=== block 1 ===
<file path="config.mk">
export PLATFORM = sky130hd
export DESIGN_NAME = branch_predictor_flat
export DESIGN_NICKNAME = d
export VERILOG_FILES = /design/src/rtl/branch_predictor_pkg.sv /design/src/rtl/branch_predictor_if.sv /design/src/rtl/branch_predictor_sat_counter2.sv /design/src/rtl/branch_predictor.sv /design/src/flat_wrapper.sv
export SDC_FILE = /design/constraint.sdc
export NUM_CORES = 2
export LEC_CHECK = 0
export CORE_MARGIN = 10
export CORE_UTILIZATION = 31
export CTS_BUF_LIST = sky130_fd_sc_hd__clkbuf_4 sky130_fd_sc_hd__clkbuf_8
export DETAILED_ROUTE_END_ITERATION = 7
export GPL_ROUTABILITY_DRIVEN = 0
export HOLD_SLACK_MARGIN = 0.03
export PLACE_DENSITY_LB_ADDON = 0.3
export SKIP_CTS_REPAIR_TIMING = 1
export SLEW_MARGIN = 30
export SYNTH_ARGS = -nofsm -noshare
export SYNTH_HDL_FRONTEND = slang
export SYNTH_HIERARCHICAL = 1
export SYNTH_SLANG_ARGS = --single-unit
</file>
<file path="constraint.sdc">
create_clock -name clk -period 43.2 [get_ports clk]
set_input_delay 8.64 -clock clk [delete_from_list [all_inputs] [get_ports clk]]
set_output_delay 8.64 -clock clk [all_outputs]
set_load 0.02 [all_outputs]
</file>
<file path="src/rtl/branch_predictor_pkg.sv">
// Shared types and constants for the fetch-side branch predictor.
// Entry layout below is sized for the default 32-bit / 16-entry geometry.
package branch_predictor_pkg;

    localparam int BP_IDX_W = 4;
    localparam int BP_XLEN  = 32;
    localparam int BP_TAG_W = BP_XLEN - BP_IDX_W - 2;

    typedef enum logic [1:0] {
        SNT = 2'b00,
        WNT = 2'b01,
        WT  = 2'b10,
        ST  = 2'b11
    } ctr_e;

    localparam ctr_e CTR_RST = WNT;

    typedef struct packed {
        logic                valid;
        ctr_e                ctr;
        logic [BP_TAG_W-1:0] tag;
        logic [BP_XLEN-1:0]  target;
    } btb_entry_t;

endpackage

</file>
<file path="src/rtl/branch_predictor_if.sv">
// Fetch lookup and execute resolve signals between the pipeline (master) and predictor (slave).
interface branch_predictor_if #(
    parameter int IDX_W = 4,
    parameter int XLEN  = 32
);
    logic [XLEN-1:0]  f_pc;
    logic             pred_taken;
    logic [XLEN-1:0]  pred_target;
    logic [IDX_W-1:0] pred_idx;

    logic             ex_valid;
    logic             ex_is_branch;
    logic [XLEN-1:0]  ex_pc;
    logic [IDX_W-1:0] ex_idx;
    logic             ex_taken;
    logic [XLEN-1:0]  ex_target;
    logic             ex_pred_taken;
    logic [XLEN-1:0]  ex_pred_target;
    logic             mispredict;
    logic [XLEN-1:0]  redirect_pc;

    modport master (
        output f_pc, ex_valid, ex_is_branch, ex_pc, ex_idx, ex_taken,
               ex_target, ex_pred_taken, ex_pred_target,
        input  pred_taken, pred_target, pred_idx, mispredict, redirect_pc
    );

    modport slave (
        input  f_pc, ex_valid, ex_is_branch, ex_pc, ex_idx, ex_taken,
               ex_target, ex_pred_taken, ex_pred_target,
        output pred_taken, pred_target, pred_idx, mispredict, redirect_pc
    );
endinterface

</file>
<file path="src/rtl/branch_predictor_sat_counter2.sv">
// 2-bit saturating counter next-state; allocation forces weakly-taken.
// Purely combinational.
module sat_counter2
    import branch_predictor_pkg::*;
(
    input  ctr_e i_ctr,
    input  logic i_taken,
    input  logic i_alloc,
    output ctr_e o_ctr
);
    logic [1:0] w_cur;

    assign w_cur = i_ctr;

    always_comb begin
        o_ctr = i_ctr;
        if (i_alloc) begin
            o_ctr = WT;
        end else if (i_taken) begin
            if (i_ctr != ST) begin
                o_ctr = ctr_e'(w_cur + 2'b01);
            end
        end else if (i_ctr != SNT) begin
            o_ctr = ctr_e'(w_cur - 2'b01);
        end
    end
endmodule

</file>
<file path="src/rtl/branch_predictor.sv">
// Bimodal predictor + BTB with combinational lookup and resolve-time training.
// Define BP_GSHARE_EN to XOR a non-speculative global history into the index.
module branch_predictor
    import branch_predictor_pkg::*;
#(
    parameter int IDX_W = BP_IDX_W,
    parameter int XLEN  = BP_XLEN
) (
    input  logic                clk,
    input  logic                rst,
    branch_predictor_if.slave   bp
);
    localparam int DEPTH = 1 << IDX_W;
    localparam int TAG_W = XLEN - IDX_W - 2;

    btb_entry_t       r_tab [DEPTH];

    logic [IDX_W-1:0] w_base_idx;
    logic [IDX_W-1:0] w_idx;
    logic [TAG_W-1:0] w_lookup_tag;
    logic             w_hit;
    logic             w_resolve;
    logic [TAG_W-1:0] w_ex_tag;
    logic             w_realloc;
    ctr_e             w_next_ctr;
    logic             w_unused_pc_lsb;

    assign w_base_idx      = bp.f_pc[IDX_W+1:2];
    assign w_lookup_tag    = bp.f_pc[XLEN-1:IDX_W+2];
    assign w_unused_pc_lsb = &{1'b0, bp.f_pc[1:0]};

`ifdef BP_GSHARE_EN
    logic [IDX_W-1:0] r_ghr;

    assign w_idx = w_base_idx ^ r_ghr;

    always_ff @(posedge clk or posedge rst) begin
        if (rst) begin
            r_ghr <= '0;
        end else if (w_resolve) begin
            r_ghr <= {r_ghr[IDX_W-2:0], bp.ex_taken};
        end
    end
`else
    assign w_idx = w_base_idx;
`endif

    // No bypass: a same-cycle update is only visible after the edge.
    assign w_hit          = r_tab[w_idx].valid && (r_tab[w_idx].tag == w_lookup_tag);
    assign bp.pred_taken  = w_hit & r_tab[w_idx].ctr[1];
    assign bp.pred_target = r_tab[w_idx].target;
    assign bp.pred_idx    = w_idx;

    assign w_resolve = bp.ex_valid & bp.ex_is_branch;
    assign w_ex_tag  = bp.ex_pc[XLEN-1:IDX_W+2];

    // An invalid slot holds a meaningless tag, so it is treated as a miss too.
    assign w_realloc = bp.ex_taken &
                       (!r_tab[bp.ex_idx].valid || (r_tab[bp.ex_idx].tag != w_ex_tag));

    sat_counter2 u_sat_counter2 (
        .i_ctr   (r_tab[bp.ex_idx].ctr),
        .i_taken (bp.ex_taken),
        .i_alloc (w_realloc),
        .o_ctr   (w_next_ctr)
    );

    assign bp.mispredict  = w_resolve &
                            ((bp.ex_pred_taken != bp.ex_taken) |
                             (bp.ex_taken & (bp.ex_pred_target != bp.ex_target)));
    assign bp.redirect_pc = bp.ex_taken ? bp.ex_target : (bp.ex_pc + XLEN'(4));

    always_ff @(posedge clk or posedge rst) begin
        if (rst) begin
            for (int i = 0; i < DEPTH; i++) begin
                r_tab[i].valid  <= 1'b0;
                r_tab[i].ctr    <= CTR_RST;
                r_tab[i].tag    <= '0;
                r_tab[i].target <= '0;
            end
        end else if (w_resolve) begin
            r_tab[bp.ex_idx].ctr <= w_next_ctr;
            if (bp.ex_taken) begin
                r_tab[bp.ex_idx].valid  <= 1'b1;
                r_tab[bp.ex_idx].tag    <= w_ex_tag;
                r_tab[bp.ex_idx].target <= bp.ex_target;
            end
        end
    end
endmodule

</file>
<file path="src/flat_wrapper.sv">
// flat-port wrapper written by rule: the top's interface ports become plain ports
module branch_predictor_flat import branch_predictor_pkg::*;
#(
    parameter int IDX_W = BP_IDX_W,
    parameter int XLEN  = BP_XLEN
)
  (clk, rst, bp_f_pc, bp_ex_valid, bp_ex_is_branch, bp_ex_pc, bp_ex_idx, bp_ex_taken, bp_ex_target, bp_ex_pred_taken, bp_ex_pred_target, bp_pred_taken, bp_pred_target, bp_pred_idx, bp_mispredict, bp_redirect_pc);
  branch_predictor_if #(.IDX_W(IDX_W), .XLEN(XLEN)) bp_i ();
  input  logic clk;
  input  logic rst;
  input wire logic [$bits(bp_i.f_pc)-1:0] bp_f_pc;
  input wire logic [$bits(bp_i.ex_valid)-1:0] bp_ex_valid;
  input wire logic [$bits(bp_i.ex_is_branch)-1:0] bp_ex_is_branch;
  input wire logic [$bits(bp_i.ex_pc)-1:0] bp_ex_pc;
  input wire logic [$bits(bp_i.ex_idx)-1:0] bp_ex_idx;
  input wire logic [$bits(bp_i.ex_taken)-1:0] bp_ex_taken;
  input wire logic [$bits(bp_i.ex_target)-1:0] bp_ex_target;
  input wire logic [$bits(bp_i.ex_pred_taken)-1:0] bp_ex_pred_taken;
  input wire logic [$bits(bp_i.ex_pred_target)-1:0] bp_ex_pred_target;
  output wire logic [$bits(bp_i.pred_taken)-1:0] bp_pred_taken;
  output wire logic [$bits(bp_i.pred_target)-1:0] bp_pred_target;
  output wire logic [$bits(bp_i.pred_idx)-1:0] bp_pred_idx;
  output wire logic [$bits(bp_i.mispredict)-1:0] bp_mispredict;
  output wire logic [$bits(bp_i.redirect_pc)-1:0] bp_redirect_pc;
  assign bp_i.f_pc = bp_f_pc;
  assign bp_i.ex_valid = bp_ex_valid;
  assign bp_i.ex_is_branch = bp_ex_is_branch;
  assign bp_i.ex_pc = bp_ex_pc;
  assign bp_i.ex_idx = bp_ex_idx;
  assign bp_i.ex_taken = bp_ex_taken;
  assign bp_i.ex_target = bp_ex_target;
  assign bp_i.ex_pred_taken = bp_ex_pred_taken;
  assign bp_i.ex_pred_target = bp_ex_pred_target;
  assign bp_pred_taken = bp_i.pred_taken;
  assign bp_pred_target = bp_i.pred_target;
  assign bp_pred_idx = bp_i.pred_idx;
  assign bp_mispredict = bp_i.mispredict;
  assign bp_redirect_pc = bp_i.redirect_pc;
  branch_predictor #(.IDX_W(IDX_W), .XLEN(XLEN)) u_core (.clk(clk), .rst(rst), .bp(bp_i));
endmodule
</file>
=== block 2 ===
<file path="src/rtl/roe_lsu_pkg.sv">
`default_nettype none
// ============================================================================
//  Module      : roe_lsu_pkg
//  Description : Shared types and constants for the load/store unit.
//  Revision    : 1.0  initial release
// ============================================================================
package roe_lsu_pkg;

    // Width of the data path and of memory addresses.
    localparam int DATA_W = 8;

    // Access sequencer states.
    typedef enum logic [1:0] {
        IDLE = 2'd0,
        REQ  = 2'd1,
        WAIT = 2'd2,
        WB   = 2'd3
    } lsu_state_t;

    // Kind of access being carried out.
    typedef enum logic {
        LD = 1'b0,
        ST = 1'b1
    } lsu_op_t;

endpackage
`default_nettype wire

</file>
<file path="src/rtl/lsu_timeout_ctr.sv">
`default_nettype none
// ============================================================================
//  Module      : lsu_timeout_ctr
//  Description : Counts cycles spent waiting for load data; flags the last
//                allowed cycle so the sequencer can abort the load.
//  Revision    : 1.0  initial release
// ============================================================================
module lsu_timeout_ctr #(
    parameter int TIMEOUT = 16
) (
    input  logic clk,
    input  logic rst_n,
    input  logic clear,
    input  logic enable,
    output logic expired
);

    // Last wait cycle index; abort happens when the counter sits here and
    // data still has not arrived.
    localparam logic [7:0] c_LIMIT = 8'(TIMEOUT - 1);

    logic [7:0] r_cnt;

    // Wait-cycle counter: clear has priority over counting.
    always_ff @(posedge clk or negedge rst_n) begin
        if (!rst_n) begin
            r_cnt <= 8'd0;
        end else if (clear) begin
            r_cnt <= 8'd0;
        end else if (enable) begin
            r_cnt <= r_cnt + 8'd1;
        end
    end

    assign expired = (r_cnt == c_LIMIT);

endmodule
`default_nettype wire

</file>
<file path="src/rtl/load_store_unit.sv">
`default_nettype none
// ============================================================================
//  Module      : load_store_unit
//  Description : Multi-cycle memory access stage. Latches address/data,
//                runs the req/gnt/rvalid handshake with data memory and
//                writes load results back to the register file.
//  Revision    : 1.0  initial release
// ============================================================================
module load_store_unit
    import roe_lsu_pkg::*;
#(
    parameter int ADDR_W  = 4,
    parameter int TIMEOUT = 16
) (
    input  logic              clk,
    input  logic              rst_n,
    input  logic              ld_start,
    input  logic              st_start,
    input  logic [DATA_W-1:0] base,
    input  logic [DATA_W-1:0] offset,
    input  logic [DATA_W-1:0] st_data,
    input  logic [ADDR_W-1:0] dest,
    output logic              mem_req,
    output logic              mem_we,
    output logic [DATA_W-1:0] mem_addr,
    output logic [DATA_W-1:0] mem_wdata,
    input  logic              mem_gnt,
    input  logic              mem_rvalid,
    input  logic [DATA_W-1:0] mem_rdata,
    output logic              rf_wen,
    output logic [ADDR_W-1:0] rf_waddr,
    output logic [DATA_W-1:0] rf_wdata,
    output logic              busy,
    output logic              done,
    output logic              err
);

    lsu_state_t        r_state;
    lsu_state_t        w_state_nxt;
    lsu_op_t           r_op;
    logic [DATA_W-1:0] r_addr;
    logic [DATA_W-1:0] r_wdata;
    logic [DATA_W-1:0] r_rdata;
    logic [ADDR_W-1:0] r_dest;
    logic              r_done;
    logic              r_err;

    logic              w_latch_ld;
    logic              w_latch_st;
    logic              w_capture;
    logic              w_done_nxt;
    logic              w_err_nxt;
    logic              w_cnt_clr;
    logic              w_cnt_en;
    logic              w_expired;

    lsu_timeout_ctr #(
        .TIMEOUT (TIMEOUT)
    ) u_timeout_ctr (
        .clk     (clk),
        .rst_n   (rst_n),
        .clear   (w_cnt_clr),
        .enable  (w_cnt_en),
        .expired (w_expired)
    );

    // State register plus the one-cycle status pulses.
    always_ff @(posedge clk or negedge rst_n) begin
        if (!rst_n) begin
            r_state <= IDLE;
            r_done  <= 1'b0;
            r_err   <= 1'b0;
        end else begin
            r_state <= w_state_nxt;
            r_done  <= w_done_nxt;
            r_err   <= w_err_nxt;
        end
    end

    // Next-state logic and datapath control strobes.
    always_comb begin
        w_state_nxt = r_state;
        w_latch_ld  = 1'b0;
        w_latch_st  = 1'b0;
        w_capture   = 1'b0;
        w_done_nxt  = 1'b0;
        w_err_nxt   = 1'b0;
        w_cnt_clr   = 1'b0;
        w_cnt_en    = 1'b0;
        case (r_state)
            IDLE: begin
                if (ld_start && st_start) begin
                    // Ambiguous request: reject without latching anything.
                    w_err_nxt = 1'b1;
                end else if (ld_start) begin
                    w_latch_ld  = 1'b1;
                    w_state_nxt = REQ;
                end else if (st_start) begin
                    w_latch_st  = 1'b1;
                    w_state_nxt = REQ;
                end
            end
            REQ: begin
                // rvalid is ignored here, even in the grant cycle.
                if (mem_gnt) begin
                    if (r_op == ST) begin
                        w_done_nxt  = 1'b1;
                        w_state_nxt = IDLE;
                    end else begin
                        w_cnt_clr   = 1'b1;
                        w_state_nxt = WAIT;
                    end
                end
            end
            WAIT: begin
                if (mem_rvalid) begin
                    w_capture   = 1'b1;
                    w_state_nxt = WB;
                end else if (w_expired) begin
                    w_err_nxt   = 1'b1;
                    w_state_nxt = IDLE;
                end else begin
                    w_cnt_en    = 1'b1;
                end
            end
            WB: begin
                w_state_nxt = IDLE;
            end
            default: begin
                w_state_nxt = IDLE;
            end
        endcase
    end

    // Request latches and load-data capture register.
    always_ff @(posedge clk or negedge rst_n) begin
        if (!rst_n) begin
            r_op    <= LD;
            r_addr  <= '0;
            r_wdata <= '0;
            r_rdata <= '0;
            r_dest  <= '0;
        end else begin
            if (w_latch_ld) begin
                r_op   <= LD;
                r_addr <= base + offset;
                r_dest <= dest;
            end
            if (w_latch_st) begin
                r_op    <= ST;
                r_addr  <= base + offset;
                r_wdata <= st_data;
            end
            if (w_capture) begin
                r_rdata <= mem_rdata;
            end
        end
    end

    // All outputs are decoded from flops only.
    assign mem_req   = (r_state == REQ);
    assign mem_we    = (r_state == REQ) && (r_op == ST);
    assign mem_addr  = r_addr;
    assign mem_wdata = r_wdata;
    assign rf_wen    = (r_state == WB);
    assign rf_waddr  = r_dest;
    assign rf_wdata  = r_rdata;
    assign busy      = (r_state != IDLE);
    assign done      = r_done || (r_state == WB);
    assign err       = r_err;

endmodule
`default_nettype wire

</file>
<file path="config.mk">
export PLATFORM = sky130hd
export DESIGN_NAME = load_store_unit
export DESIGN_NICKNAME = d
export VERILOG_FILES = /design/src/rtl/roe_lsu_pkg.sv /design/src/rtl/lsu_timeout_ctr.sv /design/src/rtl/load_store_unit.sv
export SDC_FILE = /design/constraint.sdc
export NUM_CORES = 1
export LEC_CHECK = 0
export ABC_AREA = 1
export CAP_MARGIN = 20
export CORE_MARGIN = 1
export CORE_UTILIZATION = 43
export DETAILED_ROUTE_END_ITERATION = 8
export PLACE_DENSITY = 0.84
export RECOVER_POWER = 100
export SYNTH_ARGS = -nofsm -noshare
export SYNTH_HDL_FRONTEND = slang
export SYNTH_HIERARCHICAL = 1
export SYNTH_SLANG_ARGS = --single-unit
</file>
<file path="constraint.sdc">
create_clock -name clk -period 2.8 [get_ports clk]
set_input_delay 0.56 -clock clk [delete_from_list [all_inputs] [get_ports clk]]
set_output_delay 0.56 -clock clk [all_outputs]
set_load 0.005 [all_outputs]
</file>

## Gallery

Clock network drawn from the DEF.
shot_01.png
(4 px per um)
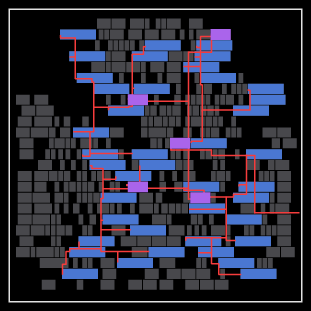
shot_02.png
(1 px per um)
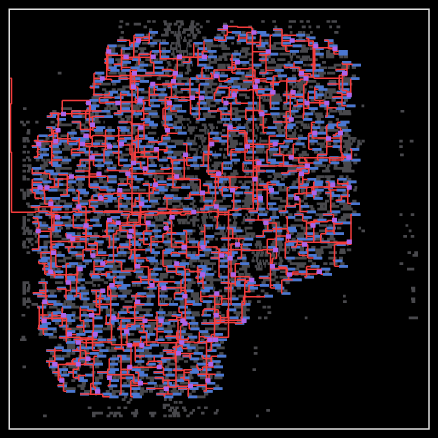
Block 1 is shot_02.png.
Block 2 is shot_01.png.

Key to shot_02.png:
red -> clock wires  # length 14200 um
blue -> flip-flops  # count 976
purple -> cells driving clock nets  # count 171
routed clock nets = 172

**Block 2: met3 routing**

(6 px per um)
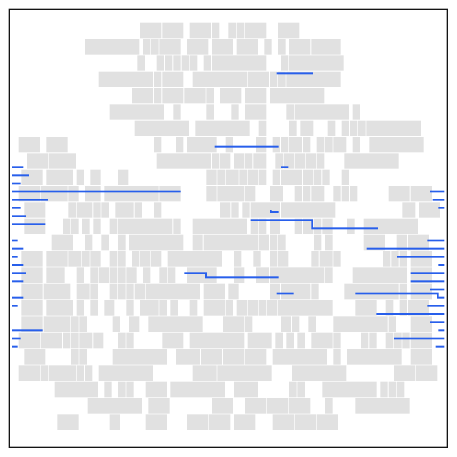
nets with wire on the layer = 38
wire length on this layer = 205 um
main direction = horizontal

==> run summary, block 2 <==
Summary of implementation figures.

STA
The slew at the pin with the worst max-slew slack is 0.868 ns.

Critical path
The startpoint type of the worst setup path is a primary input. The cell that appears most often on the critical path is nor2_1. The number of cell instances on the worst register-to-register path is 6.

The worst setup path is captured at a flip-flop. The maximum cell stage delay along the critical path is 0.52 ns.

Power
The power report puts the leakage power at 1.54 nW. Summed over all combinational cells, the power is 0.962 mW. The internal portion of total power is 1.51 mW.

Per the OpenROAD power report, switching power amounts to 0.752 mW. The power after layout is 2.26 mW.

Floorplanning
The chip occupies 5290 um2. The starting utilization of the core area is 45.0%.

Placed design
During placement, the flow inserted port buffers numbering 75. The HPWL after detailed placement is 3.60 mm.

Outcome
The run finished with clean final reports.

Clock tree
The clock tree root driver cell is clkbuf_8. The clock tree synthesis step divided the H-tree into 2 levels. The number of gates resized after cts is 0. The TritonCTS buffer count is 5. The CTS tree is yes.

Synthesis
Counting every net in the synthesized netlist gives 316. The most popular library cell in the synthesized design by count is nand2_1. Looking at area per cell type in the netlist, the leader is dfrtp_1. The dominant register cell in the synthesized netlist is dfrtp_1.

GRT
The first global-routing pass estimated 7.69 mm of wire. The number of antenna violations at the first check in global routing is 0.

Job
The total of max-cap violations is 0.

Cells and area
The count of filler cells inserted in the layout is 425.
[block 2: cell type report]
class                           instances  area (um2)  share of cell area (%)
Clock buffer                            5        68.8                    2.30
Inverter                               33         126                    4.23
Multi-Input combinational cell        189         931                    31.2
Clock inverter                          1        5.00                   0.168
Timing Repair Buffer                   75         746                    25.0
Sequential cell                        41        1030                    34.4
Tap cell                               67        83.8                    2.81
[block 2: metal layers]
metal	GRT usage, %	share of wire, %	vias up
met5	0	0	-
met4	6.54	1.1	0
met3	4.56	4.5	7
met2	33.3	52	43
met1	22.3	42	905
li1	-	-	982
[block 2: cell usage in the layout, fill, tap and decap left out, types with 4 or more instances in the layout]
cell	n
nand2_1	101
nor2_2	5
clkdlybuf4s50_1	38
dfrtp_1	41
a21oi_1	5
ha_1	8
nand3_1	18
clkbuf_8	5
or2_2	4
o21ai_0	10
inv_1	30
mux2_2	4
dlygate4sd3_1	36
nor2_1	21
[block 2: cell families after synthesis]
logic type / after synthesis / synth area share (%)
buffers and inverters: 35 / 6.68
multiplexers: 4 / 2.09
AND-OR/OR-AND: 17 / 4.65
AND/OR/NAND/NOR: 158 / 32.9
flip-flops: 41 / 47.6
adder cells (fa/ha/maj): 9 / 5.58
XOR/XNOR: 1 / 0.407
**Block 1: cell density map**

(1 px per um) The die is cut into 21 by 21 equal tiles; dark blue is low, red is high, 0 to 100% covered.
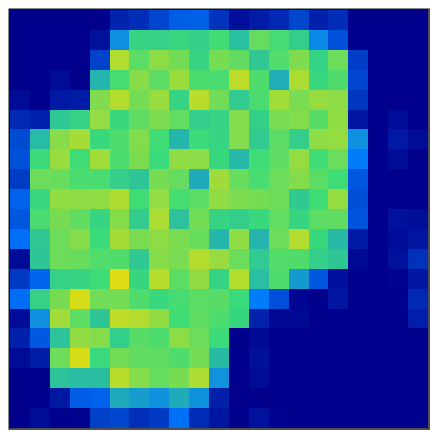
mean over tiles = 31%
emptiest ninth of the die = south-east
fullest tile = 71%
nearly empty tiles = 27%
densest ninth of the die = centre
share of the core filled by cells before placement: 31.1%
final standard cell utilization of the core: 36.1%
area inside the core boundary: 158000 um2

==> run summary, block 1 <==
Summary of implementation figures.

Outcome
The flow ran to the end, and the final reports show no timing, DRC or antenna violations.

Synthesis
The synthesis stats list as the most numerous cell dfrtp_1. The count of yosys warnings during synthesis is 6. The share of synthesized cell area in and-or and or-and compound cells is 2.01%. Per the synth stats, the flop cell with the highest instance count is dfrtp_1.

Cells and area
The final antenna diode tally reported by the flow is 7. The layout has 16 inverters outside the clock class. Clock tree buffers and inverters occupy 6.48% of the routed design's cell area. Registers represent a cell area share of 42.8%.

In the final layout, the share of cells above drive strength 1 is 50.6%. The multi-input combinational area share is 40.9%.

Power
In this run, power in the clock network comes to 0.917 mW. Combinational power for this build is 0.422 mW.

Clock tree
The number of levels the H-tree was split into is 4.

Critical path
The cell with the biggest individual delay on the critical path is buf_4. STA classifies the critical path endpoint as a primary output. The startpoint type of the worst setup path is a primary input.
[block 1: per-stage QoR]
step / hold WS (ns) / utilization [%] / power (mW)
floorplan: 0.445 / - / 1.41
global placement: 0.458 / 33.6 / 1.54
detailed placement: 0.475 / 33.7 / 1.56
CTS: 0.488 / 36.1 / 2.48
global route: 0.505 / 36.1 / 2.57
finish: 0.483 / 36.1 / 2.45
[block 1: final timing paths]
path / startpoint / end / slack (ns)
worst min register to register: u_core/r_tab[917]$_DFFE_PP0P_ / u_core/r_tab[917]$_DFFE_PP0P_ / 0.48
max in group asynchronous: rst / u_core/r_tab[138]$_DFFE_PP0P_ / 32.37
worst max register to register: u_core/r_tab[772]$_DFFE_PP0P_ / u_core/r_tab[912]$_DFFE_PP1P_ / 39.06
worst min-delay path: u_core/r_tab[917]$_DFFE_PP0P_ / u_core/r_tab[917]$_DFFE_PP0P_ / 0.48
worst max-delay path: bp_f_pc[2] / bp_pred_taken / 20.01
min in group asynchronous: rst / u_core/r_tab[481]$_DFFE_PP0P_ / 8.28
[block 1: metal layers]
layer	GRT usage [%]	vias to the layer above
met3	2.89	227
met1	22.3	16400
met4	5.77	8
li1	-	12500
met5	0	-
met2	31.2	702

=== block 3 ===
File: src/rtl/pole_pkg.sv
// Shared lever types and constants for the pole/platform controller and sprite logic.
package pole_pkg;

    typedef enum logic [2:0] {
        POLE_RIGHT = 3'b001,
        POLE_MID   = 3'b010,
        POLE_LEFT  = 3'b100
    } pole_state_t;

    localparam logic [23:0] POLE_COLOR = 24'hceb244;

    // One lever step; pushes past an end leave the state unchanged.
    function automatic pole_state_t pole_step(input pole_state_t cur, input logic to_left);
        pole_state_t nxt;
        nxt = cur;
        unique case (cur)
            POLE_RIGHT: if (to_left)  nxt = POLE_MID;
            POLE_MID:   nxt = to_left ? POLE_LEFT : POLE_RIGHT;
            POLE_LEFT:  if (!to_left) nxt = POLE_MID;
            default:    nxt = POLE_RIGHT;
        endcase
        return nxt;
    endfunction

endpackage

File: src/rtl/plat_mover.sv
// Yellow platform position register: steps plat_y toward the lever-selected target on each frame tick.
module plat_mover
    import pole_pkg::*;
#(
    parameter logic [9:0] PLAT_Y_UP   = 10'd300,
    parameter logic [9:0] PLAT_Y_DOWN = 10'd340,
    parameter int         STEP        = 2
) (
    input  logic        Clk,
    input  logic        Reset,
    input  logic        frame_tick,
    input  pole_state_t lever_now,
    input  pole_state_t lever_next,
    output logic [9:0]  plat_y,
    output logic        plat_moving
);

    localparam logic [10:0] STEP_W = 11'(STEP);

    logic [9:0]  plat_y_q, plat_y_d;
    logic        plat_moving_q, plat_moving_d;
    logic [9:0]  tgt_now, tgt_next;
    logic [10:0] gap_up, gap_dn;

    // NOTE: every always_comb output gets a default first so no path leaves it unassigned (no latch).
    always_comb begin
        tgt_now  = (lever_now  == POLE_LEFT) ? PLAT_Y_DOWN : PLAT_Y_UP;
        tgt_next = (lever_next == POLE_LEFT) ? PLAT_Y_DOWN : PLAT_Y_UP;
        gap_up   = {1'b0, tgt_now} - {1'b0, plat_y_q};
        gap_dn   = {1'b0, plat_y_q} - {1'b0, tgt_now};
        plat_y_d = plat_y_q;
        if (frame_tick) begin
            if (tgt_now > plat_y_q)
                plat_y_d = (gap_up <= STEP_W) ? tgt_now : plat_y_q + STEP_W[9:0];
            else if (tgt_now < plat_y_q)
                plat_y_d = (gap_dn <= STEP_W) ? tgt_now : plat_y_q - STEP_W[9:0];
        end
        // Compared against the target the lever will hold after this edge, so the flag tracks the lever exactly.
        plat_moving_d = (plat_y_d != tgt_next);
    end

    // NOTE: sequential state uses non-blocking assignments so all flops update from pre-edge values.
    always_ff @(posedge Clk or negedge Reset) begin
        if (!Reset) begin
            plat_y_q      <= PLAT_Y_UP;
            plat_moving_q <= 1'b0;
        end else begin
            plat_y_q      <= plat_y_d;
            plat_moving_q <= plat_moving_d;
        end
    end

    assign plat_y      = plat_y_q;
    assign plat_moving = plat_moving_q;

endmodule

File: src/rtl/pole_lever_ctrl.sv
// Lever controller: round-robin arbitration of player pushes, RIGHT/MID/LEFT sequencing with frame cooldown.
module pole_lever_ctrl
    import pole_pkg::*;
#(
    parameter logic [9:0] PLAT_Y_UP       = 10'd300,
    parameter logic [9:0] PLAT_Y_DOWN     = 10'd340,
    parameter int         STEP            = 2,
    parameter int         COOLDOWN_FRAMES = 8
) (
    input  logic       Clk,
    input  logic       Reset,
    input  logic       frame_tick,
    input  logic       fire_push_left,
    input  logic       fire_push_right,
    input  logic       water_push_left,
    input  logic       water_push_right,
    output logic [2:0] pole_status,
    output logic       board_yellow_down,
    output logic [9:0] plat_y,
    output logic       plat_moving,
    output logic       grant_fire,
    output logic       grant_water
);

    localparam int CW = (COOLDOWN_FRAMES < 1) ? 1 : $clog2(COOLDOWN_FRAMES + 1);
    localparam logic [CW-1:0] COOL_LOAD = CW'(COOLDOWN_FRAMES);

    pole_state_t   pole_q, pole_d;
    logic          byd_q, byd_d;
    logic          grant_fire_q, grant_fire_d;
    logic          grant_water_q, grant_water_d;
    logic          rr_water_q, rr_water_d;   // 1 when Watergirl holds priority
    logic [CW-1:0] cool_q, cool_d;

    logic fire_left, fire_right, water_left, water_right;
    logic fire_eff, water_eff, pick_water, step_left;

    always_comb begin
        fire_left   = fire_push_left  & ~fire_push_right;
        fire_right  = fire_push_right & ~fire_push_left;
        water_left  = water_push_left  & ~water_push_right;
        water_right = water_push_right & ~water_push_left;
        fire_eff    = (fire_left  && pole_q != POLE_LEFT) || (fire_right  && pole_q != POLE_RIGHT);
        water_eff   = (water_left && pole_q != POLE_LEFT) || (water_right && pole_q != POLE_RIGHT);
        pick_water  = water_eff && (!fire_eff || rr_water_q);
        step_left   = pick_water ? water_left : fire_left;

        pole_d        = pole_q;
        grant_fire_d  = 1'b0;
        grant_water_d = 1'b0;
        rr_water_d    = rr_water_q;
        cool_d        = cool_q;

        if (cool_q == '0) begin
            if (fire_eff || water_eff) begin
                pole_d        = pole_step(pole_q, step_left);
                grant_fire_d  = ~pick_water;
                grant_water_d = pick_water;
                cool_d        = COOL_LOAD;
                if (fire_eff && water_eff)
                    rr_water_d = ~rr_water_q;
            end
        end else if (frame_tick) begin
            cool_d = cool_q - 1'b1;
        end

        byd_d = (pole_d == POLE_LEFT);
    end

    always_ff @(posedge Clk or negedge Reset) begin
        if (!Reset) begin
            pole_q        <= POLE_RIGHT;
            byd_q         <= 1'b0;
            grant_fire_q  <= 1'b0;
            grant_water_q <= 1'b0;
            rr_water_q    <= 1'b0;
            cool_q        <= '0;
        end else begin
            pole_q        <= pole_d;
            byd_q         <= byd_d;
            grant_fire_q  <= grant_fire_d;
            grant_water_q <= grant_water_d;
            rr_water_q    <= rr_water_d;
            cool_q        <= cool_d;
        end
    end

    plat_mover #(
        .PLAT_Y_UP  (PLAT_Y_UP),
        .PLAT_Y_DOWN(PLAT_Y_DOWN),
        .STEP       (STEP)
    ) u_plat_mover (
        .Clk        (Clk),
        .Reset      (Reset),
        .frame_tick (frame_tick),
        .lever_now  (pole_q),
        .lever_next (pole_d),
        .plat_y     (plat_y),
        .plat_moving(plat_moving)
    );

    assign pole_status       = pole_q;
    assign board_yellow_down = byd_q;
    assign grant_fire        = grant_fire_q;
    assign grant_water       = grant_water_q;

endmodule
File: config.mk
export PLATFORM = sky130hd
export DESIGN_NAME = pole_lever_ctrl
export DESIGN_NICKNAME = d
export VERILOG_FILES = /design/src/rtl/pole_pkg.sv /design/src/rtl/plat_mover.sv /design/src/rtl/pole_lever_ctrl.sv
export SDC_FILE = /design/constraint.sdc
export NUM_CORES = 1
export LEC_CHECK = 0
export ABC_AREA = 1
export CORE_AREA = 2 2 70 72
export DETAILED_ROUTE_END_ITERATION = 7
export DIE_AREA = 0 0 72 74
export PLACE_DENSITY = 0.78
export SKIP_CTS_REPAIR_TIMING = 1
export SKIP_LAST_GASP = 1
export SYNTH_ARGS = -nofsm -noshare
export SYNTH_HDL_FRONTEND = slang
export SYNTH_HIERARCHICAL = 1
export SYNTH_SLANG_ARGS = --single-unit
File: constraint.sdc
create_clock -name Clk -period 3 [get_ports Clk]
set_input_delay 0.6 -clock Clk [delete_from_list [all_inputs] [get_ports Clk]]
set_output_delay 0.6 -clock Clk [all_outputs]
set_load 0.01 [all_outputs]
**Block 3: routing congestion**

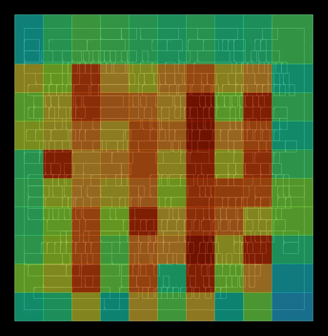
most congested layer reported by global routing: met2
final standard cell utilization of the core: 66.7%
met2 Track Usage GR: 47.4%
average wire length per cell after detail routing: 13.9 um

**Block 3: M4 wires**

(4 px per um) Supply wires on this layer in grey.
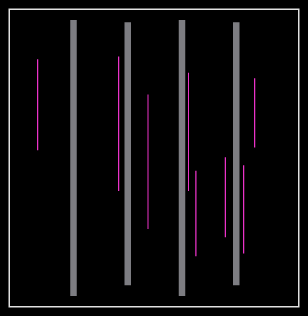
main direction = vertical
share of all routed wire = 2.9%
longest straight run = 33.3 um

==> run summary <==
Summary of implementation figures.

Outcome
The flow ran to the end, and the final reports show no timing, DRC or antenna violations.

Floorplanning
The die outline width is 72 um. The well-tap cell count is 54. Measured along the y axis, the die boundary spans 74 um.

Synthesis
The distinct cell type count of the synthesized netlist is 33. The synthesis run shows the most used standard cells to be 131 x nand2_1, 47 x inv_1, 45 x nand3_1. The share of async-settable or async-resettable flops after synthesis is 100%.

Counting flops and latches in the post-synthesis netlist gives 22. The count of yosys warnings during synthesis is 6. The share of synthesized cell area in and-or and or-and compound cells is 6.63%. The yosys stat chip area is 2530 um2.

Worst hold path
Along the worst hold path, the cell count comes to 1.

Critical path
The worst register-to-register path begins at pole_status[0]$_DFF_PN1_. The report lists the cells along the critical path as nor2_1 -> nand2_2 -> inv_4 -> buf_4 -> ha_1 -> nand2_1 -> or2_2 -> nand3_2 -> nand3_1 -> o21ai_4 -> nand2_4 -> inv_2 -> nand2_1 -> nand3_1 -> nand2_2 -> nor2_1 -> nand2_1 -> nand2_1 -> nand3_1. The critical path depth in cells is 19.

The kind of critical path is reg2reg. The capturing instance or port of the critical path is u_plat_mover/plat_moving$_DFF_PN0_. In this design, the stage delay of the slowest critical-path cell is 0.53 ns. The most common cell type on the critical path is nand2_1.

The worst setup path is captured at a flip-flop.

STA
The worst path uses 94.8% of the clock period. Setup repair after global routing could not meet its margin everywhere. For this run, the top clock speed supported by timing is 352 MHz. Hold-check failures listed in the final report amount to 0.

Route
The sum of routed wire segments on met1 is 2.83 mm. The number of DRC markers after the initial detailed-route iteration is 314. The via density per instance is 5.30.

GRT
Entering global routing, the biggest net connects 23 pins. The final global-route overflow total is 0. The via count of the first global-routing pass was 2468. Summed over all routing layers, the global router reports a total usage of 27.1%.

Clock tree
The count of clock tree sinks is 22. The number of levels the H-tree was split into is 1.

Cells and area
The design has 22 sequential cells. The cell kind with the greatest summed area is multi-input combinational cells. Per the layout area report, the combinational fraction of cell area is 59.5%.
**Block 3: clock network drawn from the DEF**

(4 px per um)
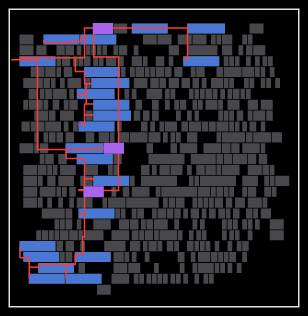
blue -> flip-flops  # count 22
purple -> cells driving clock nets  # count 3
red -> clock wires  # length 274 um
routed clock nets = 4
Latency at later pin: 0.27 ns
Clk network pwr share: 7.7%

worst register-to-register path, stage by stage, from the launching register on:
cell and delay [ns]:
dfstp_2 0.53, nor2_1 0.05, nand2_2 0.11, inv_4 0.08
buf_4 0.16, ha_1 0.32, nand2_1 0.08, or2_2 0.31
nand3_2 0.09, nand3_1 0.11, o21ai_4 0.15, nand2_4 0.12
inv_2 0.11, nand2_1 0.06, nand3_1 0.09, nand2_2 0.08
nor2_1 0.09, nand2_1 0.05, nand2_1 0.06, nand3_1 0.07
report_power, final:
group          switching (mW)  internal [mW]  leakage [nW]  total [mW]
registers               0.146          0.421         0.256       0.567
logic                    1.20          0.789          1.29        1.99
clock network          0.0951          0.117        0.0288       0.212
total                    1.45           1.33          1.57        2.77
routing by layer:
metal  vias up  track usage (%)
met5         -                0
met3        18             3.12
met1      1136             34.5
met4         0             10.9
li1       1312                -
met2        88             47.4
sequential cells by signal, indices dropped and copies added, names as in the netlist:
signal,flops
u_plat_mover/plat_moving,1
grant_fire,1
u_plat_mover/plat_y,10
rr_water_q,1
pole_status,3
board_yellow_down,1
grant_water,1
cool_q,4


==> screenshots <==
Port wiring.
image #1
(4 px per um)
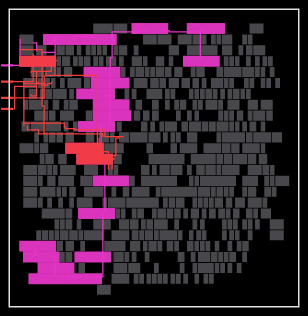
image #2
(1 px per um)
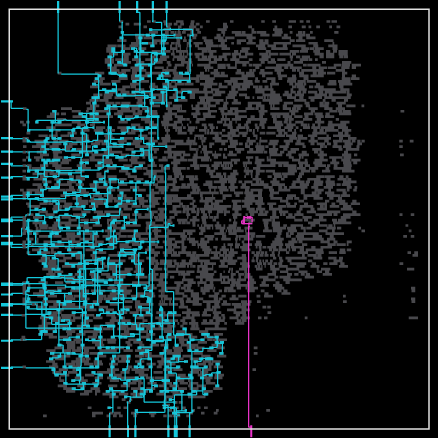
image #3
(4 px per um)
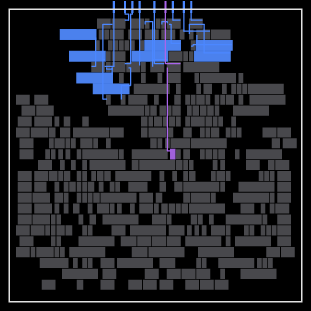
block 2: image #3
block 3: image #1
block 1: image #2

Key to image #2:
magenta -> bp_ex_is_branch  # bits 1, direction input, edge south, end cells 5, wire 238 um
cyan -> bp_ex_target  # bits 32, direction input, edge 20 west, 7 south, 5 north, end cells 572, wire 8500 um

No activity file was given, so power comes from the tool's default toggle rates.
